# ---- systolic_result_collector ----
Fig. 1: systolic_result_collector, the metal 4 layer
The bar under the picture is 50 µm long.
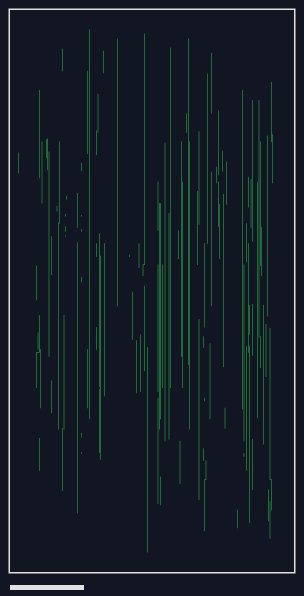

==> config.mk <==
export PLATFORM = sky130hd
export DESIGN_NAME = systolic_result_collector
export DESIGN_NICKNAME = d
export VERILOG_FILES = /design/src/rtl/systolic_result_collector_pkg.sv /design/src/rtl/systolic_result_collector_index_gen.sv /design/src/rtl/systolic_result_collector.sv
export SDC_FILE = /design/constraint.sdc
export NUM_CORES = 1
export LEC_CHECK = 0
export ABC_AREA = 1
export CORE_ASPECT_RATIO = 2
export CORE_MARGIN = 2
export CORE_UTILIZATION = 50
export DETAILED_ROUTE_END_ITERATION = 8
export HOLD_SLACK_MARGIN = 0.02
export PLACE_DENSITY_LB_ADDON = 0.05
export SYNTH_ARGS = -nofsm -noshare
export SYNTH_HDL_FRONTEND = slang
export SYNTH_HIERARCHICAL = 1
export SYNTH_SLANG_ARGS = --single-unit
==> constraint.sdc <==
create_clock -name clk -period 24.2 [get_ports clk]
set_clock_uncertainty 0.15 [all_clocks]
set_input_delay 4.84 -clock clk [delete_from_list [all_inputs] [get_ports clk]]
set_output_delay 4.84 -clock clk [all_outputs]
set_load 0.03 [all_outputs]
==> src/rtl/systolic_result_collector_pkg.sv <==
// Shared types and sizing helpers for the systolic result collector.
// Optional build macro used by this slice: COLLECT_TRANSPOSE_EN (column-major drain order).
package systolic_pkg;

    typedef enum logic [1:0] {
        IDLE    = 2'd0,
        COLLECT = 2'd1,
        DRAIN   = 2'd2
    } state_t;

    localparam int DATAWIDTH_DEFAULT = 16;
    localparam int ACC_W             = 2 * DATAWIDTH_DEFAULT;

    // Index width that never collapses to zero bits, so N_SIZE = 1 still has a port.
    function automatic int idx_w(input int n);
        return (n <= 1) ? 1 : $clog2(n);
    endfunction

    function automatic int acc_w(input int dw);
        return 2 * dw;
    endfunction

endpackage

==> src/rtl/systolic_result_collector_index_gen.sv <==
// Row/column index pair for the drain stream: wrap, advance, last detect and ordering.
// With COLLECT_TRANSPOSE_EN defined the row index moves fastest (column-major order).
module collector_index_gen
    import systolic_pkg::*;
#(
    parameter int N_SIZE = 5,
    parameter int IW     = idx_w(N_SIZE)
) (
    input  logic          clk,
    input  logic          rst,
    input  logic          advance,
    output logic [IW-1:0] row,
    output logic [IW-1:0] col,
    output logic [IW-1:0] row_next,
    output logic [IW-1:0] col_next,
    output logic          last
);

    localparam logic [IW-1:0] LAST_IDX = IW'(N_SIZE - 1);

    logic [IW-1:0] row_reg;
    logic [IW-1:0] col_reg;

    always_comb begin
        row_next = row_reg;
        col_next = col_reg;
        if (advance) begin
`ifdef COLLECT_TRANSPOSE_EN
            if (row_reg == LAST_IDX) begin
                row_next = '0;
                col_next = (col_reg == LAST_IDX) ? '0 : col_reg + 1'b1;
            end else begin
                row_next = row_reg + 1'b1;
            end
`else
            if (col_reg == LAST_IDX) begin
                col_next = '0;
                row_next = (row_reg == LAST_IDX) ? '0 : row_reg + 1'b1;
            end else begin
                col_next = col_reg + 1'b1;
            end
`endif
        end
    end

    always_ff @(posedge clk) begin
        if (rst) begin
            row_reg <= '0;
            col_reg <= '0;
        end else begin
            row_reg <= row_next;
            col_reg <= col_next;
        end
    end

    assign row  = row_reg;
    assign col  = col_reg;
    assign last = (row_reg == LAST_IDX) && (col_reg == LAST_IDX);

endmodule

==> src/rtl/systolic_result_collector.sv <==
// Captures N_SIZE result rows from systolic_array, then streams the matrix out element by element.
// Build macro COLLECT_TRANSPOSE_EN switches the drain order to column-major.
module systolic_result_collector
    import systolic_pkg::*;
#(
    parameter int DATAWIDTH = 16,
    parameter int N_SIZE    = 5
) (
    input  logic                          clk,
    input  logic                          rst,
    input  logic                          valid_in,
    input  logic [N_SIZE*2*DATAWIDTH-1:0] row_in,
    output logic                          in_ready,
    output logic                          out_valid,
    input  logic                          out_ready,
    output logic [2*DATAWIDTH-1:0]        out_data,
    output logic [idx_w(N_SIZE)-1:0]      out_row,
    output logic [idx_w(N_SIZE)-1:0]      out_col,
    output logic                          out_last,
    output logic                          overrun
);

    localparam int              EW       = acc_w(DATAWIDTH);
    localparam int              IW       = idx_w(N_SIZE);
    localparam logic [IW-1:0]   LAST_IDX = IW'(N_SIZE - 1);

    state_t          state_reg;
    state_t          state_next;
    logic [IW-1:0]   row_cnt_reg;
    logic [IW-1:0]   row_cnt_next;
    logic            overrun_reg;
    logic [EW-1:0]   out_data_reg;
    logic [EW-1:0]   out_data_next;

    logic [EW-1:0]   row_cols [N_SIZE];
    logic [EW-1:0]   buf_mem  [N_SIZE][N_SIZE];

    logic [IW-1:0]   row_next;
    logic [IW-1:0]   col_next;
    logic            advance;
    logic            final_hs;
    logic            wr_en;
    logic [IW-1:0]   wr_row;

    // Column 0 sits in the most significant slice of row_in.
    generate
        for (genvar gi = 0; gi < N_SIZE; gi++) begin : g_unpack
            assign row_cols[gi] = row_in[(N_SIZE-1-gi)*EW +: EW];
        end
    endgenerate

    collector_index_gen #(
        .N_SIZE (N_SIZE),
        .IW     (IW)
    ) u_index_gen (
        .clk      (clk),
        .rst      (rst),
        .advance  (advance),
        .row      (out_row),
        .col      (out_col),
        .row_next (row_next),
        .col_next (col_next),
        .last     (out_last)
    );

    assign advance  = out_valid && out_ready;
    assign final_hs = (state_reg == DRAIN) && out_last && out_ready;
    // A row coinciding with the final handshake starts the next matrix instead of overrunning.
    assign wr_en    = valid_in && ((state_reg != DRAIN) || final_hs);
    assign wr_row   = (state_reg == COLLECT) ? row_cnt_reg : '0;

    always_ff @(posedge clk) begin
        if (rst) begin
            state_reg   <= IDLE;
            row_cnt_reg <= '0;
            overrun_reg <= 1'b0;
        end else begin
            state_reg   <= state_next;
            row_cnt_reg <= row_cnt_next;
            overrun_reg <= overrun_reg | (valid_in && (state_reg == DRAIN) && !final_hs);
        end
    end

    always_comb begin
        state_next   = state_reg;
        row_cnt_next = row_cnt_reg;
        if (wr_en) begin
            row_cnt_next = (wr_row == LAST_IDX) ? '0 : wr_row + 1'b1;
        end
        case (state_reg)
            IDLE, COLLECT: begin
                if (wr_en) begin
                    state_next = (wr_row == LAST_IDX) ? DRAIN : COLLECT;
                end
            end
            DRAIN: begin
                if (final_hs) begin
                    if (wr_en) begin
                        state_next = (wr_row == LAST_IDX) ? DRAIN : COLLECT;
                    end else begin
                        state_next = IDLE;
                    end
                end
            end
            default: state_next = IDLE;
        endcase
    end

    always_comb begin
        out_valid = (state_reg == DRAIN);
        in_ready  = (state_reg != DRAIN);
        overrun   = overrun_reg;
        out_data  = out_data_reg;
    end

    always_ff @(posedge clk) begin
        if (wr_en) begin
            for (int j = 0; j < N_SIZE; j++) begin
                buf_mem[wr_row][j] <= row_cols[j];
            end
        end
    end

    // Prefetch the element at the next index; forward the incoming row when it is the one being read.
    always_comb begin
        out_data_next = buf_mem[row_next][col_next];
        if (wr_en && (wr_row == row_next)) begin
            out_data_next = row_cols[col_next];
        end
    end

    always_ff @(posedge clk) begin
        if (rst) begin
            out_data_reg <= '0;
        end else begin
            out_data_reg <= out_data_next;
        end
    end

endmodule

# ---- svc_mem_sram_arb ----
## src/rtl/svc_mem_sram_arb.sv

```systemverilog
`default_nettype none
// ============================================================================
// Module  : svc_mem_sram_arb
// Purpose : Two-master arbiter in front of one zero-latency SRAM.
//           Master 0 (instruction fetch) and master 1 (load/store) get
//           independent round-robin access to the SRAM read and write ports.
//           Read responses are registered back to the issuing master one
//           cycle after acceptance. A read that targets the word being
//           written in the same cycle is held off for a cycle, so every read
//           observes all previously accepted writes.
// Ports   :
//   clk, rst                       clock, synchronous active-high reset
//   mX_rd_valid/addr               read request (byte address, [1:0] ignored)
//   mX_rd_ready                    read accepted this cycle
//   mX_rd_data/mX_rd_data_valid    registered response, one-cycle pulse
//   mX_wr_valid/addr/data/strb     write request with byte enables
//   mX_wr_ready                    write accepted this cycle
//   sram_rd_*                      SRAM read port (data returns same cycle)
//   sram_wr_*                      SRAM write port (written at clock edge)
// Revision: 1.0 - initial release
// ============================================================================
module svc_mem_sram_arb #(
  parameter int DW = 32,
  parameter int AW = 10
) (
  input  logic            clk,
  input  logic            rst,

  input  logic            m0_rd_valid,
  input  logic [31:0]     m0_rd_addr,
  output logic            m0_rd_ready,
  output logic [DW-1:0]   m0_rd_data,
  output logic            m0_rd_data_valid,

  input  logic            m1_rd_valid,
  input  logic [31:0]     m1_rd_addr,
  output logic            m1_rd_ready,
  output logic [DW-1:0]   m1_rd_data,
  output logic            m1_rd_data_valid,

  input  logic            m0_wr_valid,
  input  logic [31:0]     m0_wr_addr,
  input  logic [DW-1:0]   m0_wr_data,
  input  logic [DW/8-1:0] m0_wr_strb,
  output logic            m0_wr_ready,

  input  logic            m1_wr_valid,
  input  logic [31:0]     m1_wr_addr,
  input  logic [DW-1:0]   m1_wr_data,
  input  logic [DW/8-1:0] m1_wr_strb,
  output logic            m1_wr_ready,

  output logic [31:0]     sram_rd_addr,
  output logic            sram_rd_valid,
  input  logic [DW-1:0]   sram_rd_data,
  input  logic            sram_rd_data_valid,

  output logic [31:0]     sram_wr_addr,
  output logic [DW-1:0]   sram_wr_data,
  output logic [DW/8-1:0] sram_wr_strb,
  output logic            sram_wr_valid
);

  // Last-granted master per channel (0 = m0, 1 = m1).
  logic          last_wr_q, last_wr_d;
  logic          last_rd_q, last_rd_d;

  // One-hot response owner: bit0 = m0, bit1 = m1, 2'b00 = no response.
  logic [1:0]    rsp_own_q, rsp_own_d;

  logic [DW-1:0] m0_data_q, m0_data_d;
  logic [DW-1:0] m1_data_q, m1_data_d;

  logic          wr_gnt0, wr_gnt1;
  logic          rd_cand0, rd_cand1;
  logic [31:0]   rd_cand_addr;
  logic          rd_hazard;
  logic          rd_iss0, rd_iss1;

  // --------------------------------------------------------------------------
  // Write channel: round-robin grant and request mux.
  // --------------------------------------------------------------------------
  always_comb begin
    wr_gnt0       = m0_wr_valid && (!m1_wr_valid || last_wr_q);
    wr_gnt1       = m1_wr_valid && (!m0_wr_valid || !last_wr_q);

    sram_wr_addr  = m0_wr_addr;
    sram_wr_data  = m0_wr_data;
    sram_wr_strb  = m0_wr_strb;
    if (wr_gnt1) begin
      sram_wr_addr = m1_wr_addr;
      sram_wr_data = m1_wr_data;
      sram_wr_strb = m1_wr_strb;
    end
    sram_wr_valid = wr_gnt0 || wr_gnt1;

    m0_wr_ready   = wr_gnt0;
    m1_wr_ready   = wr_gnt1;

    last_wr_d     = last_wr_q;
    if (sram_wr_valid) begin
      last_wr_d = wr_gnt1;
    end
  end

  // --------------------------------------------------------------------------
  // Read channel: pick a round-robin candidate, then block it if it hits the
  // word being written this cycle. A blocked candidate is not replaced by the
  // other master and the round-robin pointer stays put, so the same master
  // wins again next cycle once the write has landed.
  // --------------------------------------------------------------------------
  always_comb begin
    rd_cand0      = m0_rd_valid && (!m1_rd_valid || last_rd_q);
    rd_cand1      = m1_rd_valid && (!m0_rd_valid || !last_rd_q);
    rd_cand_addr  = rd_cand1 ? m1_rd_addr : m0_rd_addr;

    rd_hazard     = sram_wr_valid &&
                    (rd_cand_addr[AW+1:2] == sram_wr_addr[AW+1:2]);

    rd_iss0       = rd_cand0 && !rd_hazard;
    rd_iss1       = rd_cand1 && !rd_hazard;

    sram_rd_addr  = rd_cand_addr;
    sram_rd_valid = rd_iss0 || rd_iss1;

    m0_rd_ready   = rd_iss0;
    m1_rd_ready   = rd_iss1;

    last_rd_d     = last_rd_q;
    if (sram_rd_valid) begin
      last_rd_d = rd_iss1;
    end
  end

  // --------------------------------------------------------------------------
  // Response capture. Data is captured on every accepted read; the pulse is
  // suppressed when the SRAM flags the read as invalid.
  // --------------------------------------------------------------------------
  always_comb begin
    m0_data_d = m0_data_q;
    m1_data_d = m1_data_q;
    if (rd_iss0) begin
      m0_data_d = sram_rd_data;
    end
    if (rd_iss1) begin
      m1_data_d = sram_rd_data;
    end
    rsp_own_d = {rd_iss1 && sram_rd_data_valid, rd_iss0 && sram_rd_data_valid};
  end

  always_ff @(posedge clk) begin
    if (rst) begin
      last_wr_q <= 1'b1;
      last_rd_q <= 1'b1;
      rsp_own_q <= 2'b00;
      m0_data_q <= '0;
      m1_data_q <= '0;
    end else begin
      last_wr_q <= last_wr_d;
      last_rd_q <= last_rd_d;
      rsp_own_q <= rsp_own_d;
      m0_data_q <= m0_data_d;
      m1_data_q <= m1_data_d;
    end
  end

  assign m0_rd_data       = m0_data_q;
  assign m1_rd_data       = m1_data_q;
  assign m0_rd_data_valid = rsp_own_q[0];
  assign m1_rd_data_valid = rsp_own_q[1];

endmodule
`default_nettype wire
```

## config.mk

```make
export PLATFORM = sky130hd
export DESIGN_NAME = svc_mem_sram_arb
export DESIGN_NICKNAME = d
export VERILOG_FILES = /design/src/rtl/svc_mem_sram_arb.sv
export SDC_FILE = /design/constraint.sdc
export NUM_CORES = 1
export LEC_CHECK = 0
export ABC_AREA = 1
export CAP_MARGIN = 30
export CORE_AREA = 2 2 162 164
export DETAILED_ROUTE_END_ITERATION = 16
export DIE_AREA = 0 0 164 166
export SETUP_SLACK_MARGIN = 0.15
export SYNTH_ARGS = -nofsm -noshare
export SYNTH_HDL_FRONTEND = slang
export SYNTH_SLANG_ARGS = --single-unit
```

## constraint.sdc

```tcl
create_clock -name clk -period 1.9 [get_ports clk]
set_input_delay 0.38 -clock clk [delete_from_list [all_inputs] [get_ports clk]]
set_output_delay 0.38 -clock clk [all_outputs]
set_load 0.005 [all_outputs]
```

Fig. 2: svc_mem_sram_arb, metal 2
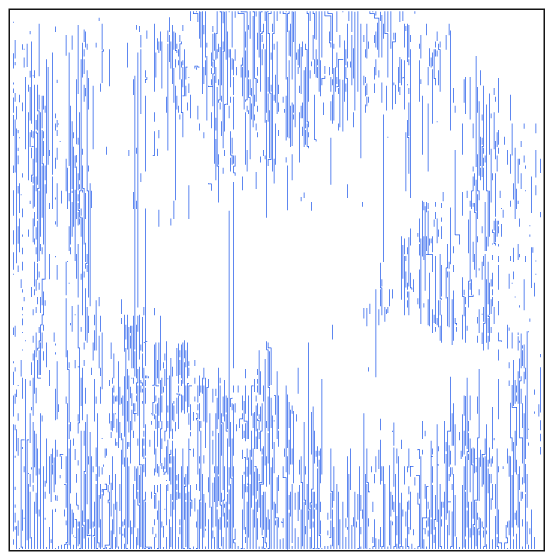
main direction	vertical
nets with wire on the layer	1292
longest straight run	84.0 µm

==> flow_metrics.env, svc_mem_sram_arb <==
# yosys + openroad results
export IMPL_status="finished, violations left"
export IMPL_violations="negative setup slack"
export IMPL_worst_setup_path_end_kind="primary output"
export IMPL_setup_viol=159
export IMPL_antenna_found_initial=0
export IMPL_power_total_mw=6.53
export IMPL_cts_htree_levels=3
export IMPL_taps=335
export IMPL_finalHoldViolations=0
export IMPL_layout_top_cells="299 x clkdlybuf4s50_1, 221 x nand2_1, 93 x nand2_2, 93 x buf_6, 77 x nand2_4"
export IMPL_grt_start_max_net_pins=65
export IMPL_timing_final_ws_setup_ns=-0.544
export IMPL_ant_nets=0
export IMPL_n_all_inverters=67
export IMPL_cp_arrival_ns=2.06
export IMPL_largestClassByArea="buffers"
export IMPL_die_area_um2=27200
export IMPL_grt_pass1_vias=6909
export IMPL_synth_area_top_cells="nand2_1 33%, dfxtp_1 30%, nand3_1 9.1%"
export IMPL_flop_count=68
export IMPL_diodes=0
export IMPL_most_common_cell="nand2_1"
export IMPL_fp_dieH_um=166
svc_mem_sram_arb: timing repair:
item	4_1_cts	5_1_grt
endpoints found under the hold margin	0	0
endpoints found under the setup margin	173	173
gates cloned	21	15
setup buffers	48	24
resized	577	332
pin swaps	48	76
svc_mem_sram_arb: state kept, by name, indices dropped and copies added, names as in the netlist:
| name | flops |
|---|---|
| m0_rd_data | 32 |
| last_rd_q | 1 |
| rsp_own_q | 2 |
| m1_rd_data | 32 |
| last_wr_q | 1 |
svc_mem_sram_arb: path summary, 6_finish.rpt:
check,startpoint,endpoint,cells past startpoint
max,last_rd_q,sram_rd_valid,14
min,m0_rd_data[11],m0_rd_data[11],2
max reg2reg,last_rd_q,m0_rd_data[9],18
min reg2reg,m0_rd_data[11],m0_rd_data[11],2
svc_mem_sram_arb: power by group:
part	switching (mW)	leakage [nW]	internal, mW
logic	1.22	5.30	1.70
clock network	0.679	0.169	1.32
registers	0.0745	0.563	1.54
total	1.97	6.04	4.56
svc_mem_sram_arb: cell families after synthesis:
family | after synthesis
and+or+nand+nor | 560
buffers and inverters | 126
DFF | 68
AOI/OAI and AO/OA | 70
Fig. 3: systolic_result_collector, met1 routing
The bar under the picture is 50 µm long.
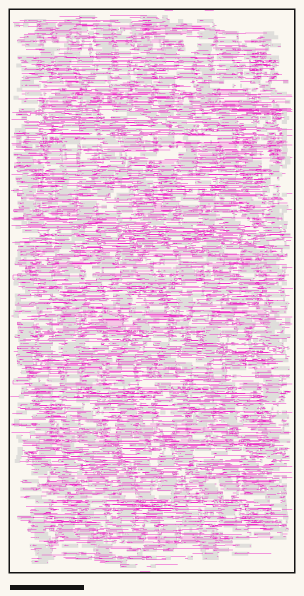
longest straight run	75.0 µm
wire length on this layer	38.7 mm
nets with wire on the layer	3149
share of all routed wire	35%
main direction	horizontal

Notes on Fig. 1 above:
nets with wire on the layer	82
wire length on this layer	7240 µm
longest straight run	263 µm
share of all routed wire	6.5%

==> flow_metrics.env, systolic_result_collector <==
# yosys + openroad results
export IMPL_critPathKind="input pin to register"
export IMPL_root_buffer="clkbuf_16"
export IMPL_ys_sh_xor=0.000499
export IMPL_status="finished clean"
export IMPL_die_x_um=191
export IMPL_warnings=38
export IMPL_nFillCells=5805
export IMPL_n_all_inverters=88
export IMPL_gp_congestion=0.828
export IMPL_diodes=9
export IMPL_ys_ff=844
export IMPL_seqAreaFraction=0.620
export IMPL_whs_path_depth=1
export IMPL_fp_util=0.505
export IMPL_layout_top_cells="991 x nand2_1, 800 x edfxtp_1, 379 x nand3_1"
export IMPL_globalRouteOverflowTotal=0
export IMPL_period_used=0.401
export IMPL_topCombFamilyByArea="simple AND/OR/NAND/NOR gates"
export IMPL_grt_total_usage=0.310
export IMPL_most_common_cell="nand2_1"
export IMPL_flop_count=844
export IMPL_syn_num_nets=3340
export IMPL_syn_inst=3170
export IMPL_path_clk_slew_ns=0.07
export IMPL_ant_nets=0
export IMPL_power_total_mw=3.00
export IMPL_fin_util=0.577
export IMPL_final_cells=4266
export IMPL_worst_setup_path_end_kind="register"
-- systolic_result_collector: worst max-delay path: stages --
cell and delay, ns:
clkdlybuf4s50_1 0.50, inv_1 0.05, nor2_1 0.34, nand3_2 0.19, clkinv_2 0.13, nand2_1 0.11, nand2_4 0.51, buf_4 0.80
buf_4 0.87, buf_4 0.68, nand2_1 0.11, nand3_1 0.13, nand3_1 0.13, nand3_1 0.12, nand3_1 0.09, nand2_1 0.07
nand2_1 0.14, a21oi_1 0.14
-- systolic_result_collector: per-layer routing --
layer / wire length (µm) / part of all wire / vias to the layer above / global-route usage
li1: - / - / 11241 / -
met1: 38700 / 0.35 / 12385 / 0.346
met2: 57000 / 0.51 / 1013 / 0.540
met3: 7670 / 0.069 / 255 / 0.0605
met4: 7240 / 0.065 / 24 / 0.192
met5: 142 / 0.0013 / - / 0
-- systolic_result_collector: where the power goes --
part	leakage, nW	switching, mW	internal (mW)
registers	7.68	0.0132	1.63
logic	5.84	0.0993	0.0529
clock network	1.20	0.528	0.677

# ---- regwr_arbiter_flat ----
Fig. 4: regwr_arbiter_flat, met1 routing
The bar under the picture is 50 µm long.
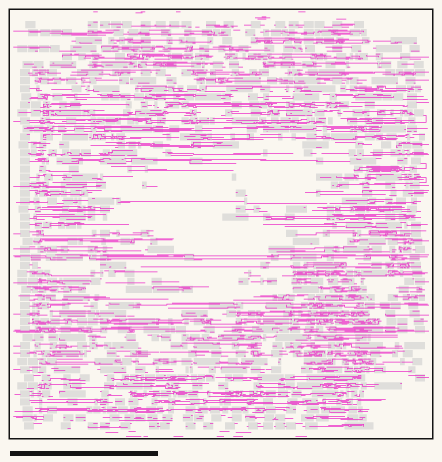

### config.mk
export PLATFORM = sky130hd
export DESIGN_NAME = regwr_arbiter_flat
export DESIGN_NICKNAME = d
export VERILOG_FILES = /design/src/rtl/regwr_arbiter_pkg.sv /design/src/rtl/regwr_arbiter_if.sv /design/src/rtl/regwr_arbiter_rr_pick.sv /design/src/rtl/regwr_arbiter.sv /design/src/flat_wrapper.sv
export SDC_FILE = /design/constraint.sdc
export NUM_CORES = 1
export LEC_CHECK = 0
export ABC_CLOCK_PERIOD_IN_PS = 2600
export CORE_AREA = 2 2 141 143
export CTS_CLUSTER_DIAMETER = 100
export DETAILED_ROUTE_END_ITERATION = 16
export DIE_AREA = 0 0 143 145
export GPL_TIMING_DRIVEN = 0
export PLACE_DENSITY_LB_ADDON = 0.3
export RECOVER_POWER = 25
export SKIP_CTS_REPAIR_TIMING = 1
export SYNTH_ARGS = -nofsm -noshare
export SYNTH_HDL_FRONTEND = slang
export SYNTH_SLANG_ARGS = --single-unit
### constraint.sdc
create_clock -name clk -period 2.6 [get_ports clk]
set_input_delay 0.26 -clock clk [delete_from_list [all_inputs] [get_ports clk]]
set_output_delay 0.26 -clock clk [all_outputs]
set_load 0.1 [all_outputs]
### src/rtl/regwr_arbiter_pkg.sv
// regwr_arbiter_pkg: shared state encoding and default parameters for the register-bank write arbiter
package regwr_arbiter_pkg;
  typedef enum logic {ST_IDLE, ST_LOCKED} state_t;
  localparam int NREQ_DEF     = 4;
  localparam int AW_DEF       = 5;
  localparam int DW_DEF       = 64;
  localparam int LOCK_MAX_DEF = 8;
  localparam int XZR_IDX_DEF  = 31;
endpackage

### src/rtl/regwr_arbiter_if.sv
// regwr_arbiter_if: requester handshake bundle plus the registered bank write port
interface regwr_arbiter_if import regwr_arbiter_pkg::*; #(
  parameter int NREQ = NREQ_DEF,
  parameter int AW   = AW_DEF,
  parameter int DW   = DW_DEF
);
  localparam int IW = $clog2(NREQ);
  logic [NREQ-1:0]    req_valid;
  logic [NREQ-1:0]    req_lock;
  logic [NREQ*AW-1:0] req_addr;
  logic [NREQ*DW-1:0] req_data;
  logic [NREQ-1:0]    req_ready;
  logic               wr_en;
  logic [AW-1:0]      wr_addr;
  logic [DW-1:0]      wr_data;
  logic [IW-1:0]      lock_owner;
  logic               locked;
  modport master (
    output req_valid, req_lock, req_addr, req_data,
    input  req_ready, wr_en, wr_addr, wr_data, lock_owner, locked
  );
  modport slave (
    input  req_valid, req_lock, req_addr, req_data,
    output req_ready, wr_en, wr_addr, wr_data, lock_owner, locked
  );
endinterface

### src/rtl/regwr_arbiter_rr_pick.sv
// rr_pick: combinational round-robin picker, first request at or after ptr wins
module rr_pick #(
  parameter int N  = 4,
  parameter int IW = $clog2(N)
) (
  input  logic [N-1:0]  req,
  input  logic [IW-1:0] ptr,
  output logic [N-1:0]  gnt,
  output logic [IW-1:0] idx,
  output logic          any
);
  logic [IW-1:0] j;
  always_comb begin
    j   = '0;
    idx = '0;
    any = 1'b0;
    // scan from the far end so the nearest request to ptr overwrites last
    for (int k = N - 1; k >= 0; k--) begin
      j = IW'((int'(ptr) + k) % N);
      if (req[j]) begin
        idx = j;
        any = 1'b1;
      end
    end
    gnt = any ? N'(1) << idx : '0;
  end
endmodule

### src/rtl/regwr_arbiter.sv
// regwr_arbiter: round-robin sharing of the register-bank write port with bounded lock bursts
module regwr_arbiter import regwr_arbiter_pkg::*; #(
  parameter int NREQ     = NREQ_DEF,
  parameter int AW       = AW_DEF,
  parameter int DW       = DW_DEF,
  parameter int LOCK_MAX = LOCK_MAX_DEF,
  parameter int XZR_IDX  = XZR_IDX_DEF
) (
  input logic            clk,
  input logic            reset,
  regwr_arbiter_if.slave bus
);
  localparam int IW = $clog2(NREQ);
  localparam int CW = $clog2(LOCK_MAX + 1);
  state_t          state, state_n;
  logic [IW-1:0]   rr_ptr, ptr_n, owner, owner_n, sel, pick_idx;
  logic [CW-1:0]   lock_cnt, cnt_n;
  logic [NREQ-1:0] pick_gnt, ready;
  logic            pick_any, xfer, enter, rel;
  logic            wr_en_q;
  logic [AW-1:0]   wr_addr_q;
  logic [DW-1:0]   wr_data_q;
  logic [AW-1:0]   addr_a [NREQ];
  logic [DW-1:0]   data_a [NREQ];
  for (genvar g = 0; g < NREQ; g++) begin : g_unpack
    assign addr_a[g] = bus.req_addr[g*AW +: AW];
    assign data_a[g] = bus.req_data[g*DW +: DW];
  end
  rr_pick #(.N(NREQ)) u_pick (
    .req (bus.req_valid),
    .ptr (rr_ptr),
    .gnt (pick_gnt),
    .idx (pick_idx),
    .any (pick_any)
  );
  always_comb begin
    sel     = state == ST_LOCKED ? owner : pick_idx;
    ready   = !reset ? '0 : state == ST_LOCKED ? bus.req_valid & (NREQ'(1) << owner) : pick_gnt;
    xfer    = reset && (state == ST_LOCKED ? bus.req_valid[owner] : pick_any);
    enter   = state == ST_IDLE && xfer && bus.req_lock[sel];
    rel     = state == ST_LOCKED && ((xfer && !bus.req_lock[sel]) || lock_cnt == CW'(LOCK_MAX));
    state_n = enter ? ST_LOCKED : rel ? ST_IDLE : state;
    ptr_n   = ((state == ST_IDLE && xfer) || rel) ? IW'((int'(sel) + 1) % NREQ) : rr_ptr;
    owner_n = enter ? sel : owner;
    // the lock budget drains every locked cycle, even when the owner is idle
    cnt_n   = enter ? CW'(1) : (state == ST_LOCKED && !rel) ? lock_cnt + CW'(1) : lock_cnt;
  end
  always_ff @(posedge clk or negedge reset) begin
    if (!reset) begin
      state     <= ST_IDLE;
      rr_ptr    <= '0;
      owner     <= '0;
      lock_cnt  <= '0;
      wr_en_q   <= 1'b0;
      wr_addr_q <= '0;
      wr_data_q <= '0;
    end else begin
      state    <= state_n;
      rr_ptr   <= ptr_n;
      owner    <= owner_n;
      lock_cnt <= cnt_n;
      wr_en_q  <= xfer && addr_a[sel] != AW'(XZR_IDX);
      if (xfer) begin
        wr_addr_q <= addr_a[sel];
        wr_data_q <= data_a[sel];
      end
    end
  end
  assign bus.req_ready  = ready;
  assign bus.wr_en      = wr_en_q;
  assign bus.wr_addr    = wr_addr_q;
  assign bus.wr_data    = wr_data_q;
  assign bus.lock_owner = owner;
  assign bus.locked     = state == ST_LOCKED;
endmodule

### src/flat_wrapper.sv
// flat-port wrapper written by rule: the top's interface ports become plain ports
module regwr_arbiter_flat import regwr_arbiter_pkg::*;
#(
  parameter int NREQ     = NREQ_DEF,
  parameter int AW       = AW_DEF,
  parameter int DW       = DW_DEF,
  parameter int LOCK_MAX = LOCK_MAX_DEF,
  parameter int XZR_IDX  = XZR_IDX_DEF
)
  (clk, reset, bus_req_valid, bus_req_lock, bus_req_addr, bus_req_data, bus_req_ready, bus_wr_en, bus_wr_addr, bus_wr_data, bus_lock_owner, bus_locked);
  regwr_arbiter_if #(.NREQ(NREQ), .AW(AW), .DW(DW)) bus_i ();
  input logic clk;
  input logic reset;
  input wire logic [$bits(bus_i.req_valid)-1:0] bus_req_valid;
  input wire logic [$bits(bus_i.req_lock)-1:0] bus_req_lock;
  input wire logic [$bits(bus_i.req_addr)-1:0] bus_req_addr;
  input wire logic [$bits(bus_i.req_data)-1:0] bus_req_data;
  output wire logic [$bits(bus_i.req_ready)-1:0] bus_req_ready;
  output wire logic [$bits(bus_i.wr_en)-1:0] bus_wr_en;
  output wire logic [$bits(bus_i.wr_addr)-1:0] bus_wr_addr;
  output wire logic [$bits(bus_i.wr_data)-1:0] bus_wr_data;
  output wire logic [$bits(bus_i.lock_owner)-1:0] bus_lock_owner;
  output wire logic [$bits(bus_i.locked)-1:0] bus_locked;
  assign bus_i.req_valid = bus_req_valid;
  assign bus_i.req_lock = bus_req_lock;
  assign bus_i.req_addr = bus_req_addr;
  assign bus_i.req_data = bus_req_data;
  assign bus_req_ready = bus_i.req_ready;
  assign bus_wr_en = bus_i.wr_en;
  assign bus_wr_addr = bus_i.wr_addr;
  assign bus_wr_data = bus_i.wr_data;
  assign bus_lock_owner = bus_i.lock_owner;
  assign bus_locked = bus_i.locked;
  regwr_arbiter #(.NREQ(NREQ), .AW(AW), .DW(DW), .LOCK_MAX(LOCK_MAX), .XZR_IDX(XZR_IDX)) u_core (.clk(clk), .reset(reset), .bus(bus_i));
endmodule
# ---- modn_updown_counter ----
$ cat src/rtl/counter_pkg.sv
// ---------------------------------------------------------------------------
// counter_pkg -- shared constants and encodings for the modulo-N counters.
//
// Contents:
//   CNT_WIDTH   : default counter register width (bits)
//   CNT_MODULUS : default count range 0..CNT_MODULUS-1
//   dir_e       : count direction encoding on up_dn (DIR_UP = 1, DIR_DN = 0)
// ---------------------------------------------------------------------------
package counter_pkg;

  localparam int CNT_WIDTH   = 4;
  localparam int CNT_MODULUS = 12;

  typedef enum logic {
    DIR_DN = 1'b0,
    DIR_UP = 1'b1
  } dir_e;

endpackage : counter_pkg

$ cat src/rtl/modn_next.sv
// ---------------------------------------------------------------------------
// modn_next -- combinational next-value and terminal-detect unit for a
// modulo-MODULUS up/down counter.
//
// Ports:
//   q       in  [WIDTH-1:0] current count value
//   up_dn   in              direction (DIR_UP / DIR_DN from counter_pkg)
//   q_next  out [WIDTH-1:0] value after one step in the selected direction
//   at_term out             q is terminal for the direction (up: MODULUS-1,
//                           down: 0), i.e. the next step wraps
// ---------------------------------------------------------------------------
module modn_next
  import counter_pkg::*;
#(
  parameter int WIDTH   = CNT_WIDTH,
  parameter int MODULUS = CNT_MODULUS
) (
  input  logic [WIDTH-1:0] q,
  input  logic             up_dn,
  output logic [WIDTH-1:0] q_next,
  output logic             at_term
);

  localparam logic [WIDTH-1:0] MAX_VAL = WIDTH'(MODULUS - 1);

  // Wrap is decided by explicit compare against the terminal value rather
  // than by letting the WIDTH-bit adder overflow, so any modulus is exact.
  always_comb begin
    // NOTE: every output gets a default first so no path can infer a latch.
    at_term = 1'b0;
    q_next  = q;
    if (dir_e'(up_dn) == DIR_UP) begin
      at_term = (q == MAX_VAL);
      q_next  = at_term ? '0 : q + WIDTH'(1);
    end else begin
      at_term = (q == '0);
      q_next  = at_term ? MAX_VAL : q - WIDTH'(1);
    end
  end

endmodule : modn_next

$ cat src/rtl/modn_updown_counter.sv
// ---------------------------------------------------------------------------
// modn_updown_counter -- cascadable modulo-MODULUS up/down counter with
// synchronous parallel load and rejected-load flag.
//
// Ports:
//   clk      in               rising-edge clock
//   rst      in               asynchronous active-low reset
//   en       in               count enable / cascade carry-in
//   load     in               synchronous parallel load request (beats en)
//   data     in  [WIDTH-1:0]  parallel load value (accepted if < MODULUS)
//   up_dn    in               direction: 1 = up, 0 = down
//   q        out [WIDTH-1:0]  registered count value
//   tc       out              terminal count / carry-out (combinational)
//   load_err out              one-cycle flag after a rejected load
//   wrap_cnt out [WRAP_W-1:0] saturating count of carry-out events
//                             (only when MODN_WRAP_CNT_EN is defined)
//
// Build option: define MODN_WRAP_CNT_EN to add the wrap_cnt port/counter.
// ---------------------------------------------------------------------------
module modn_updown_counter
  import counter_pkg::*;
#(
  parameter int WIDTH   = CNT_WIDTH,
  parameter int MODULUS = CNT_MODULUS
`ifdef MODN_WRAP_CNT_EN
  ,
  parameter int WRAP_W  = 8
`endif
) (
  input  logic             clk,
  input  logic             rst,
  input  logic             en,
  input  logic             load,
  input  logic [WIDTH-1:0] data,
  input  logic             up_dn,
  output logic [WIDTH-1:0] q,
  output logic             tc,
  output logic             load_err
`ifdef MODN_WRAP_CNT_EN
  ,
  output logic [WRAP_W-1:0] wrap_cnt
`endif
);

  logic [WIDTH-1:0] q_next;
  logic             at_term;
  logic             load_ok;

  modn_next #(
    .WIDTH   (WIDTH),
    .MODULUS (MODULUS)
  ) u_next (
    .q       (q),
    .up_dn   (up_dn),
    .q_next  (q_next),
    .at_term (at_term)
  );

  // Loads of out-of-range values are refused so q never leaves 0..MODULUS-1.
  assign load_ok = (32'(data) < 32'(MODULUS));

  // Carry-out is gated by reset: while held in reset q=0 would otherwise
  // look terminal to a down-counting stage and ripple into the next one.
  assign tc = rst & en & at_term;

  // NOTE: sequential state uses non-blocking assignments only, so every
  // register samples the pre-edge values of its neighbours.
  always_ff @(posedge clk or negedge rst) begin
    if (!rst) begin
      q        <= '0;
      load_err <= 1'b0;
`ifdef MODN_WRAP_CNT_EN
      wrap_cnt <= '0;
`endif
    end else begin
      load_err <= load & ~load_ok;

      if (load) begin
        if (load_ok) begin
          q <= data;
        end
      end else if (en) begin
        q <= q_next;
      end

`ifdef MODN_WRAP_CNT_EN
      // Counts carry-outs that actually wrap (a load overrides the wrap).
      if (tc && !load && (wrap_cnt != '1)) begin
        wrap_cnt <= wrap_cnt + WRAP_W'(1);
      end
`endif
    end
  end

endmodule : modn_updown_counter

$ cat config.mk
export PLATFORM = sky130hd
export DESIGN_NAME = modn_updown_counter
export DESIGN_NICKNAME = d
export VERILOG_FILES = /design/src/rtl/counter_pkg.sv /design/src/rtl/modn_next.sv /design/src/rtl/modn_updown_counter.sv
export SDC_FILE = /design/constraint.sdc
export NUM_CORES = 1
export LEC_CHECK = 0
export CAP_MARGIN = 20
export CELL_PAD_IN_SITES_DETAIL_PLACEMENT = 1
export CELL_PAD_IN_SITES_GLOBAL_PLACEMENT = 1
export CORE_UTILIZATION = 29
export CTS_CLUSTER_DIAMETER = 120
export DETAILED_ROUTE_END_ITERATION = 8
export PLACE_DENSITY_LB_ADDON = 0.05
export RECOVER_POWER = 50
export SYNTH_ARGS = -nofsm -noshare
export SYNTH_HDL_FRONTEND = slang
export SYNTH_SLANG_ARGS = --single-unit
$ cat constraint.sdc
create_clock -name clk -period 1.8 [get_ports clk]
set_input_delay 0.27 -clock clk [delete_from_list [all_inputs] [get_ports clk]]
set_output_delay 0.27 -clock clk [all_outputs]
set_load 0.01 [all_outputs]
# ---- pipe_hazard_ctrl ----
File: src/rtl/pipe_hazard_ctrl.sv
// RAW hazard stall, branch flush and performance counters for the 4-stage MCU pipeline.
// Hazard detection is zero-latency (combinational); `hold` freezes all state.
module pipe_hazard_ctrl #(
  parameter int AW = 3,
  parameter int CW = 16
) (
  input  logic          clk,
  input  logic          rst,
  input  logic          hold,
  input  logic          dof_valid,
  input  logic [AW-1:0] dof_aa,
  input  logic [AW-1:0] dof_ba,
  input  logic          dof_ma,
  input  logic          dof_mb,
  input  logic [AW-1:0] dof_da,
  input  logic          dof_rw,
  input  logic          ex_branch,
  output logic          pc_en,
  output logic          ir_en,
  output logic          ir_clr,
  output logic          bubble,
  output logic          dhs,
  output logic [AW-1:0] ex_da,
  output logic [AW-1:0] wb_da,
  output logic          ex_rw,
  output logic          wb_rw,
  output logic [CW-1:0] stall_cnt,
  output logic [CW-1:0] flush_cnt,
  output logic          err
);

  localparam logic [1:0] ST_RUN    = 2'd0;
  localparam logic [1:0] ST_STALL1 = 2'd1;
  localparam logic [1:0] ST_STALL2 = 2'd2;
  localparam logic [1:0] ST_ERR    = 2'd3;

  localparam logic [CW-1:0] CNT_ONE = {{(CW-1){1'b0}}, 1'b1};
  localparam logic [CW-1:0] CNT_MAX = {CW{1'b1}};

  logic [1:0] st;
  logic       hz_ex;
  logic       hz_wb;
  logic       stall;
  logic       flush;

  // R0 is hard-wired, so a write to it can never be a hazard source.
  assign hz_ex = ex_rw && (ex_da != '0) &&
                 ((!dof_ma && (dof_aa == ex_da)) || (!dof_mb && (dof_ba == ex_da)));
  assign hz_wb = wb_rw && (wb_da != '0) &&
                 ((!dof_ma && (dof_aa == wb_da)) || (!dof_mb && (dof_ba == wb_da)));

  // A taken branch kills the DOF instruction, so it overrides any stall.
  assign flush  = ex_branch && !hold;
  assign stall  = dof_valid && (hz_ex || hz_wb) && !flush && !hold;
  assign dhs    = !stall;
  assign pc_en  = !hold && !stall;
  assign ir_en  = !hold && !stall;
  assign ir_clr = flush;
  assign bubble = !hold && (stall || flush || !dof_valid);

  always_ff @(posedge clk) begin
    if (rst) begin
      ex_da     <= '0;
      ex_rw     <= 1'b0;
      wb_da     <= '0;
      wb_rw     <= 1'b0;
      st        <= ST_RUN;
      stall_cnt <= '0;
      flush_cnt <= '0;
      err       <= 1'b0;
    end else if (!hold) begin
      wb_da <= ex_da;
      wb_rw <= ex_rw;
      if (bubble) begin
        ex_da <= '0;
        ex_rw <= 1'b0;
      end else begin
        ex_da <= dof_da;
        ex_rw <= dof_rw;
      end

      if (stall && (stall_cnt != CNT_MAX)) stall_cnt <= stall_cnt + CNT_ONE;
      if (flush && (flush_cnt != CNT_MAX)) flush_cnt <= flush_cnt + CNT_ONE;

      // A single producer can stall at most twice; a third stall means a broken pipeline.
      case (st)
        ST_RUN:    if (stall) st <= ST_STALL1;
        ST_STALL1: st <= stall ? ST_STALL2 : ST_RUN;
        ST_STALL2: begin
          if (stall) begin
            st  <= ST_ERR;
            err <= 1'b1;
          end else begin
            st <= ST_RUN;
          end
        end
        ST_ERR:    if (!stall) st <= ST_RUN;
        default:   st <= ST_RUN;
      endcase
    end
  end

endmodule
File: config.mk
export PLATFORM = sky130hd
export DESIGN_NAME = pipe_hazard_ctrl
export DESIGN_NICKNAME = d
export VERILOG_FILES = /design/src/rtl/pipe_hazard_ctrl.sv
export SDC_FILE = /design/constraint.sdc
export NUM_CORES = 1
export LEC_CHECK = 0
export CORE_ASPECT_RATIO = 2
export CORE_MARGIN = 2
export CORE_UTILIZATION = 30
export DETAILED_ROUTE_END_ITERATION = 10
export PLACE_DENSITY = 0.62
export SYNTH_ARGS = -nofsm -noshare
export SYNTH_HDL_FRONTEND = slang
export SYNTH_SLANG_ARGS = --single-unit
File: constraint.sdc
create_clock -name clk -period 1.7 [get_ports clk]
set_input_delay 0.255 -clock clk [delete_from_list [all_inputs] [get_ports clk]]
set_output_delay 0.255 -clock clk [all_outputs]
set_load 0.05 [all_outputs]
Fig. 5: regwr_arbiter_flat, signal wires on met3
The bar under the picture is 50 µm long.
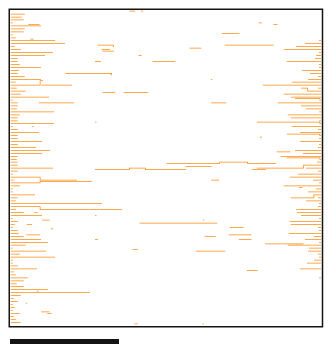
main direction	horizontal
longest straight run	41.6 µm

Fig. 6: regwr_arbiter_flat, clock routing
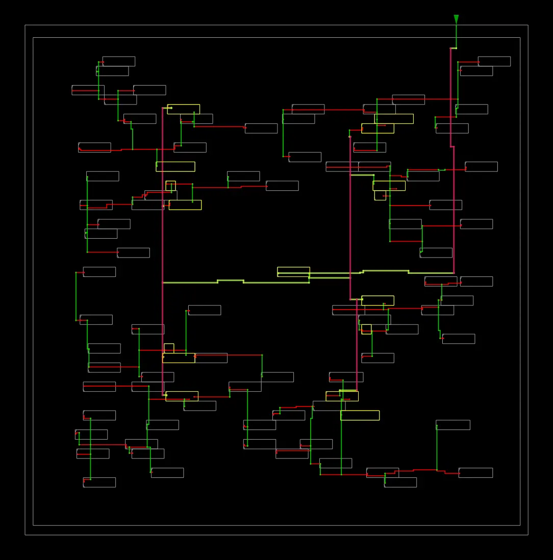
TritonCTS Buffers: 9
clock skew: 0.00869 ns
sequential cells: 79
clk latency late pin: 0.35 ns
CLK BUF: 9

Notes on Fig. 4 above:
longest straight run	68.5 µm
share of all routed wire	40%
wire length on this layer	10300 µm
nets with wire on the layer	1134

==> flow_metrics.env, regwr_arbiter_flat <==
# yosys + openroad results
export IMPL_status="finished clean"
export IMPL_ys_top_cells_by_count="141 x nand2_1, 79 x dfrtp_1, 67 x a21o_1"
export IMPL_largest_reg_flops=64
export IMPL_grt_use_met3=0.0508
export IMPL_grt_pass1_wl_mm=38.0
export IMPL_fmax_ghz=0.393
export IMPL_dpl_instance_area_um2=9550
export IMPL_cp_arrival_ns=2.28
export IMPL_syn_num_nets=931
export IMPL_finalHoldViolations=0
export IMPL_grt_use_met2=0.413
export IMPL_ys_area_um2=5560
export IMPL_synth_cell_type_count=54
export IMPL_holdPathEnd="u_core.bus.wr_data[4]"
export IMPL_power_total_mw=15.7
export IMPL_min_from="u_core.bus.wr_data[4]"
export IMPL_fp_util=0.289
export IMPL_tns_ns=0
export IMPL_async_flop_share=1.00
export IMPL_edf_count=0
export IMPL_cts_htree_levels=3
export IMPL_switching_share=0.586
export IMPL_ys_ff=79
export IMPL_whs_path_depth=1
export IMPL_critPathKind="register to primary output"
export IMPL_areaGrowthSynthToFinish_pct=83.3
export IMPL_worst_hold_path_type="register to register"
export IMPL_syn_area_um2=5560
export IMPL_slew_violations=0
export IMPL_crit_chain="mux2i_2, o2bb2ai_4, nor2_1, a21oi_1, o21ai_0, nor2_2, buf_4"
==> regwr_arbiter_flat: layout make-up <==
| class | instances | area share |
|---|---|---|
| clock buffers | 9 | 0.0221 |
| well taps | 265 | 0.0325 |
| multi-input cells | 495 | 0.330 |
| repair buffers | 378 | 0.372 |
| clock inverters | 7 | 0.0119 |
| flip-flops and latches | 79 | 0.194 |
| plain buffers | 63 | 0.0339 |
| inverters | 6 | 0.00258 |
==> regwr_arbiter_flat: logic make-up after synthesis <==
family                     after synthesis  share of synthesized area
AOI/OAI and AO/OA                      241                      0.352
and+or+nand+nor                        234                      0.197
DFF                                     79                      0.356
buffers and inverters                   69                     0.0551
muxes                                   16                     0.0331
xor gates and xnor gates                 2                    0.00315
adders and majority gates                2                    0.00450
==> regwr_arbiter_flat: power groups by stage <==
stage | registers, mW | logic, mW | clock network (mW)
global route | 2.33 | 12.6 | 1.58
finish | 2.26 | 12.0 | 1.50
detailed placement | 2.27 | 11.6 | 0
global placement | 2.24 | 11.5 | 0
floorplan | 6.25 | 4.21 | 0
CTS | 2.25 | 11.6 | 1.54
Fig. 7: pipe_hazard_ctrl, signal wires on met3
The bar under the picture is 20 µm long.
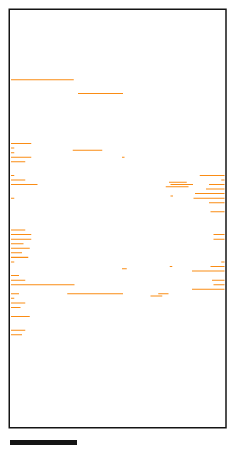
main direction	horizontal
share of all routed wire	4.3%
wire length on this layer	270 µm
nets with wire on the layer	51
longest straight run	18.6 µm

==> flow_metrics.env, pipe_hazard_ctrl <==
# yosys + openroad results
export IMPL_nFillCells=654
export IMPL_ys_ff=43
export IMPL_final_cells=462
export IMPL_setup_viol=24
export IMPL_post_route_min_period_ns=2.13
export IMPL_violations="negative setup slack"
export IMPL_core_um2=7160
export IMPL_crit_path_start="ex_da[2]"
export IMPL_cts_hold_fix_buffers=0
export IMPL_syn_num_nets=277
export IMPL_p_per_area_nw_per_um2=596
export IMPL_fmax_ghz=0.469
export IMPL_status="finished, violations left"
export IMPL_die_x_um=64.3
export IMPL_worst_hold_path_type="input pin to register"
export IMPL_drive_gt1_frac=0.519
export IMPL_syn_inst=258
export IMPL_endpoint="dhs"
export IMPL_dpl_instance_area_um2=3200
export IMPL_grt_pass1_wl_mm=10.6
export IMPL_hpwlAfterDp_mm=4.36
export IMPL_rows=44
export IMPL_required_ns=1.44
export IMPL_clock_buffers=5
export IMPL_grt_use_met2=0.275
export IMPL_final_nonclk_buf_share=0.255
export IMPL_busiest_layer="met2"
export IMPL_timing_final_ws_setup_ns=-0.432
export IMPL_io_pins=63
export IMPL_n_all_inverters=13
export IMPL_synth_top_cell_area_share=0.395
export IMPL_vdd_drop_max_mv=0.733
export IMPL_pwr_share_clk=0.410
export IMPL_seqPwrFrac=0.451
export IMPL_cts_setup_buffers=16
export IMPL_final_common_cell="buf_4"
export IMPL_synth_top_flop_cell="dfxtp_1"
export IMPL_comb_share=0.420
export IMPL_logic_gate_count=194
export IMPL_cts_path_max_buffers=2
export IMPL_powerComb_uw=317
export IMPL_ys_top_cells_by_count="43 x dfxtp_1, 42 x nor2_1, 21 x xor2_1"
export IMPL_p_comb_frac=0.139
==> pipe_hazard_ctrl: metrics by stage <==
step	hold slack, ns	worst slack [ns]
2_1_floorplan	0.398	-0.226
5_1_grt	0.524	-0.509
4_1_cts	0.491	-0.373
6_report	0.471	-0.432
3_3_place_gp	0.466	-0.559
3_5_place_dp	0.460	-0.590
==> pipe_hazard_ctrl: how the worst min path moves through the flow <==
stage	end	cells after the start	slack [ns]	start
6_report	st[1]	5	0.47	hold
5_1_grt	st[1]	5	0.52	hold
4_1_cts	err	2	0.49	err
3_5_place_dp	err	2	0.46	err
3_3_place_gp	err	2	0.47	err
2_1_floorplan	ex_da[0]	2	0.40	dof_da[0]
==> pipe_hazard_ctrl: logic make-up after synthesis <==
logic type               count (synthesis)  synth area share
AND/OR/NAND/NOR                        116             0.268
XOR/XNOR                                28             0.113
buffers and inverters                   21            0.0413
flip-flops                              43             0.395
AND-OR/OR-AND                           33            0.0999
multiplexers                            15            0.0718
adder cells (fa/ha/maj)                  2            0.0115
Fig. 8: modn_updown_counter, met1 routing
The bar under the picture is 10 µm long.
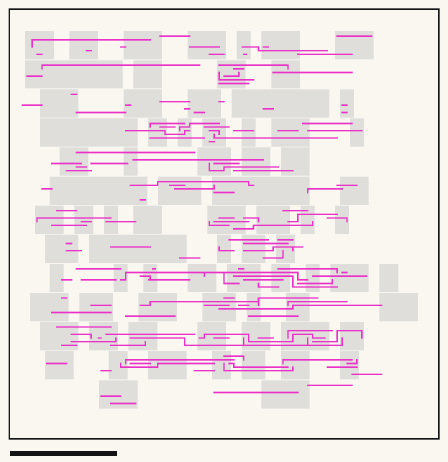
main direction	horizontal
nets with wire on the layer	78
longest straight run	16.1 µm
wire length on this layer	559 µm

Fig. 9: modn_updown_counter, clock routing
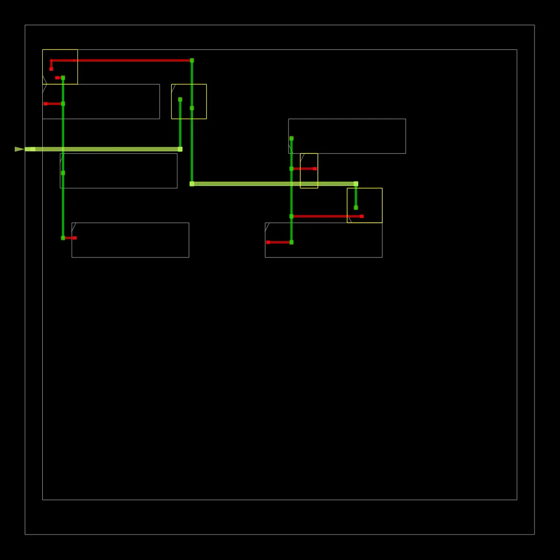
Power Clock: 130 µW
CLK BUF: 4

==> flow_metrics.env, modn_updown_counter <==
# yosys + openroad results
export IMPL_status="finished clean"
export IMPL_edf_count=0
export IMPL_root_buffer="clkbuf_4"
export IMPL_cts_path_max_buffers=2
export IMPL_timing_final_ws_setup_ns=0.160
export IMPL_core_um2=1320
export IMPL_p_per_area_nw_per_um2=814
export IMPL_cp_top_family="flip-flops"
export IMPL_synth_top_flop_cell="dfrtp_1"
export IMPL_async_flop_share=1.00
export IMPL_grt_total_usage=0.190
export IMPL_num_vias=466
export IMPL_grt_start_max_net_pins=11
export IMPL_p_leak_nw=0.302
export IMPL_place_inst=88
export IMPL_grt_pass1_vias=460
export IMPL_grt_pass1_wl_mm=1.99
export IMPL_required_ns=1.53
export IMPL_setup_viol=0
export IMPL_fin_util=0.516
export IMPL_ant_nets=0
export IMPL_wl_met2_um=629
export IMPL_clock_sinks=5
export IMPL_skew_ns=0.00387
export IMPL_powerComb_uw=276
export IMPL_dp_slack_ns=-0.227
export IMPL_worst_setup_path_end_kind="primary output"
export IMPL_post_cts_resized=4
export IMPL_cp_arrival_ns=1.37
export IMPL_diodes=0
export IMPL_io_pins=15
export IMPL_pwr_share_clk=0.236
export IMPL_die_x_um=40.0
export IMPL_dpl_instance_area_um2=644
export IMPL_crit_fanout=2
export IMPL_grt_use_met2=0.306
export IMPL_ys_area_um2=419
export IMPL_vdd_drop_max_mv=0.353
export IMPL_critPathKind="register to primary output"
export IMPL_cts_tree="done"
export IMPL_busiest_layer="met2"
export IMPL_die_area_um2=1600
export IMPL_sequentialPower_uw=147
export IMPL_yosys_stat_cells=50
export IMPL_grt_use_met3=0.0667
export IMPL_final_cells=92
export IMPL_layout_top_cells="10 x clkdlybuf4s50_1, 10 x buf_4, 6 x nand2_1"
-- modn_updown_counter: cells by family (layout without fill, tap and decap cells) --
kind of cell / after synthesis / after routing / share of synthesized area
AOI/OAI and AO/OA: 16 / 16 / 0.257
xor gates and xnor gates: 1 / 1 / 0.0209
adders and majority gates: 2 / 2 / 0.0597
DFF: 5 / 5 / 0.299
muxes: 2 / 2 / 0.0478
buffers and inverters: 6 / 33 / 0.0746
and+or+nand+nor: 18 / 18 / 0.242
-- modn_updown_counter: Yosys cell counts, types with 2 or more instances --
master	number	area share
a21oi_1	5	0.060
inv_1	4	0.036
nor2b_1	2	0.030
ha_1	2	0.060
nor2_1	3	0.027
mux2i_1	2	0.048
dfrtp_1	5	0.30
nand2_1	6	0.054
-- modn_updown_counter: registers in the layout (all words and copies together) (netlist names) --
| signal | flops |
|---|---|
| load_err | 1 |
| q | 4 |
-- modn_updown_counter: cell type report --
type | count | area (µm²) | area share
multi-input combinational | 39 | 280 | 0.413
inverter | 4 | 15.0 | 0.0221
tap | 15 | 18.8 | 0.0276
sequential | 5 | 125 | 0.184
clock buffer | 4 | 26.3 | 0.0387
timing repair buffer | 25 | 214 | 0.315

==> notes/layouts.md <==
Pictures saved along the way, in no particular order.

Metal 2.
image #1
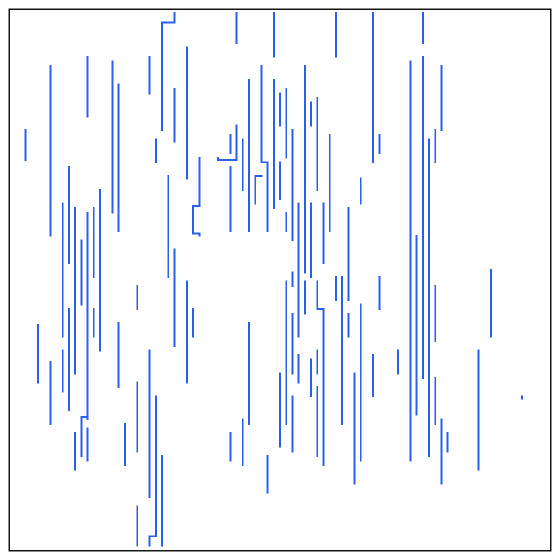
image #2
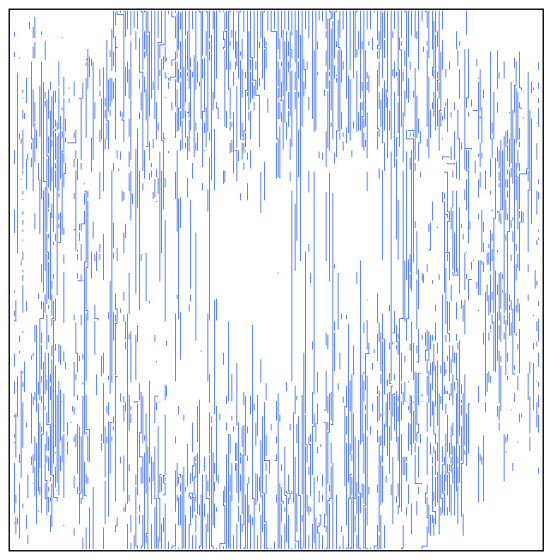
image #3
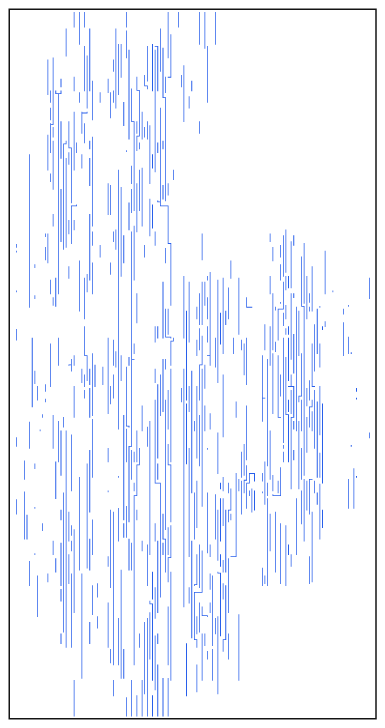
modn_updown_counter -> image #1
regwr_arbiter_flat -> image #2
pipe_hazard_ctrl -> image #3



==> notes/layouts.md <==
Pictures saved along the way, in no particular order.

Clock routing.
Plate I
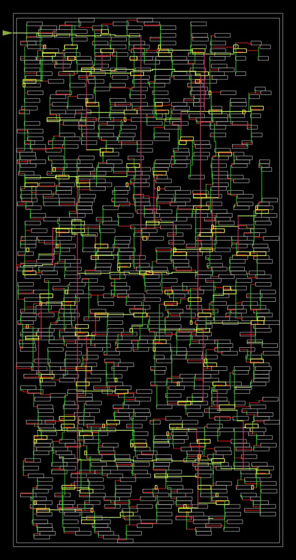
Plate II
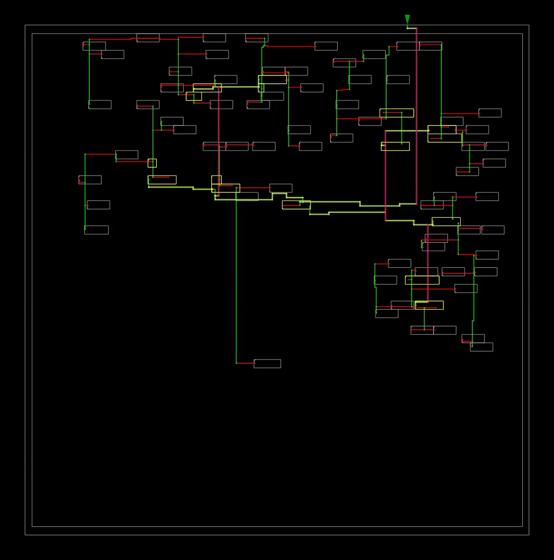
Plate III
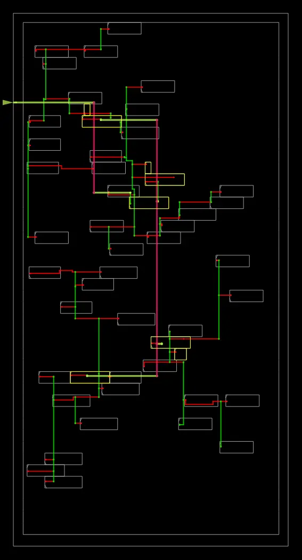
| from | picture |
|---|---|
| systolic_result_collector | Plate I |
| svc_mem_sram_arb | Plate II |
| pipe_hazard_ctrl | Plate III |
Of these, fewest clock buffers: Plate III
Of these, fewest sequential cells: Plate III

Power is estimated from default activity; no workload was simulated.
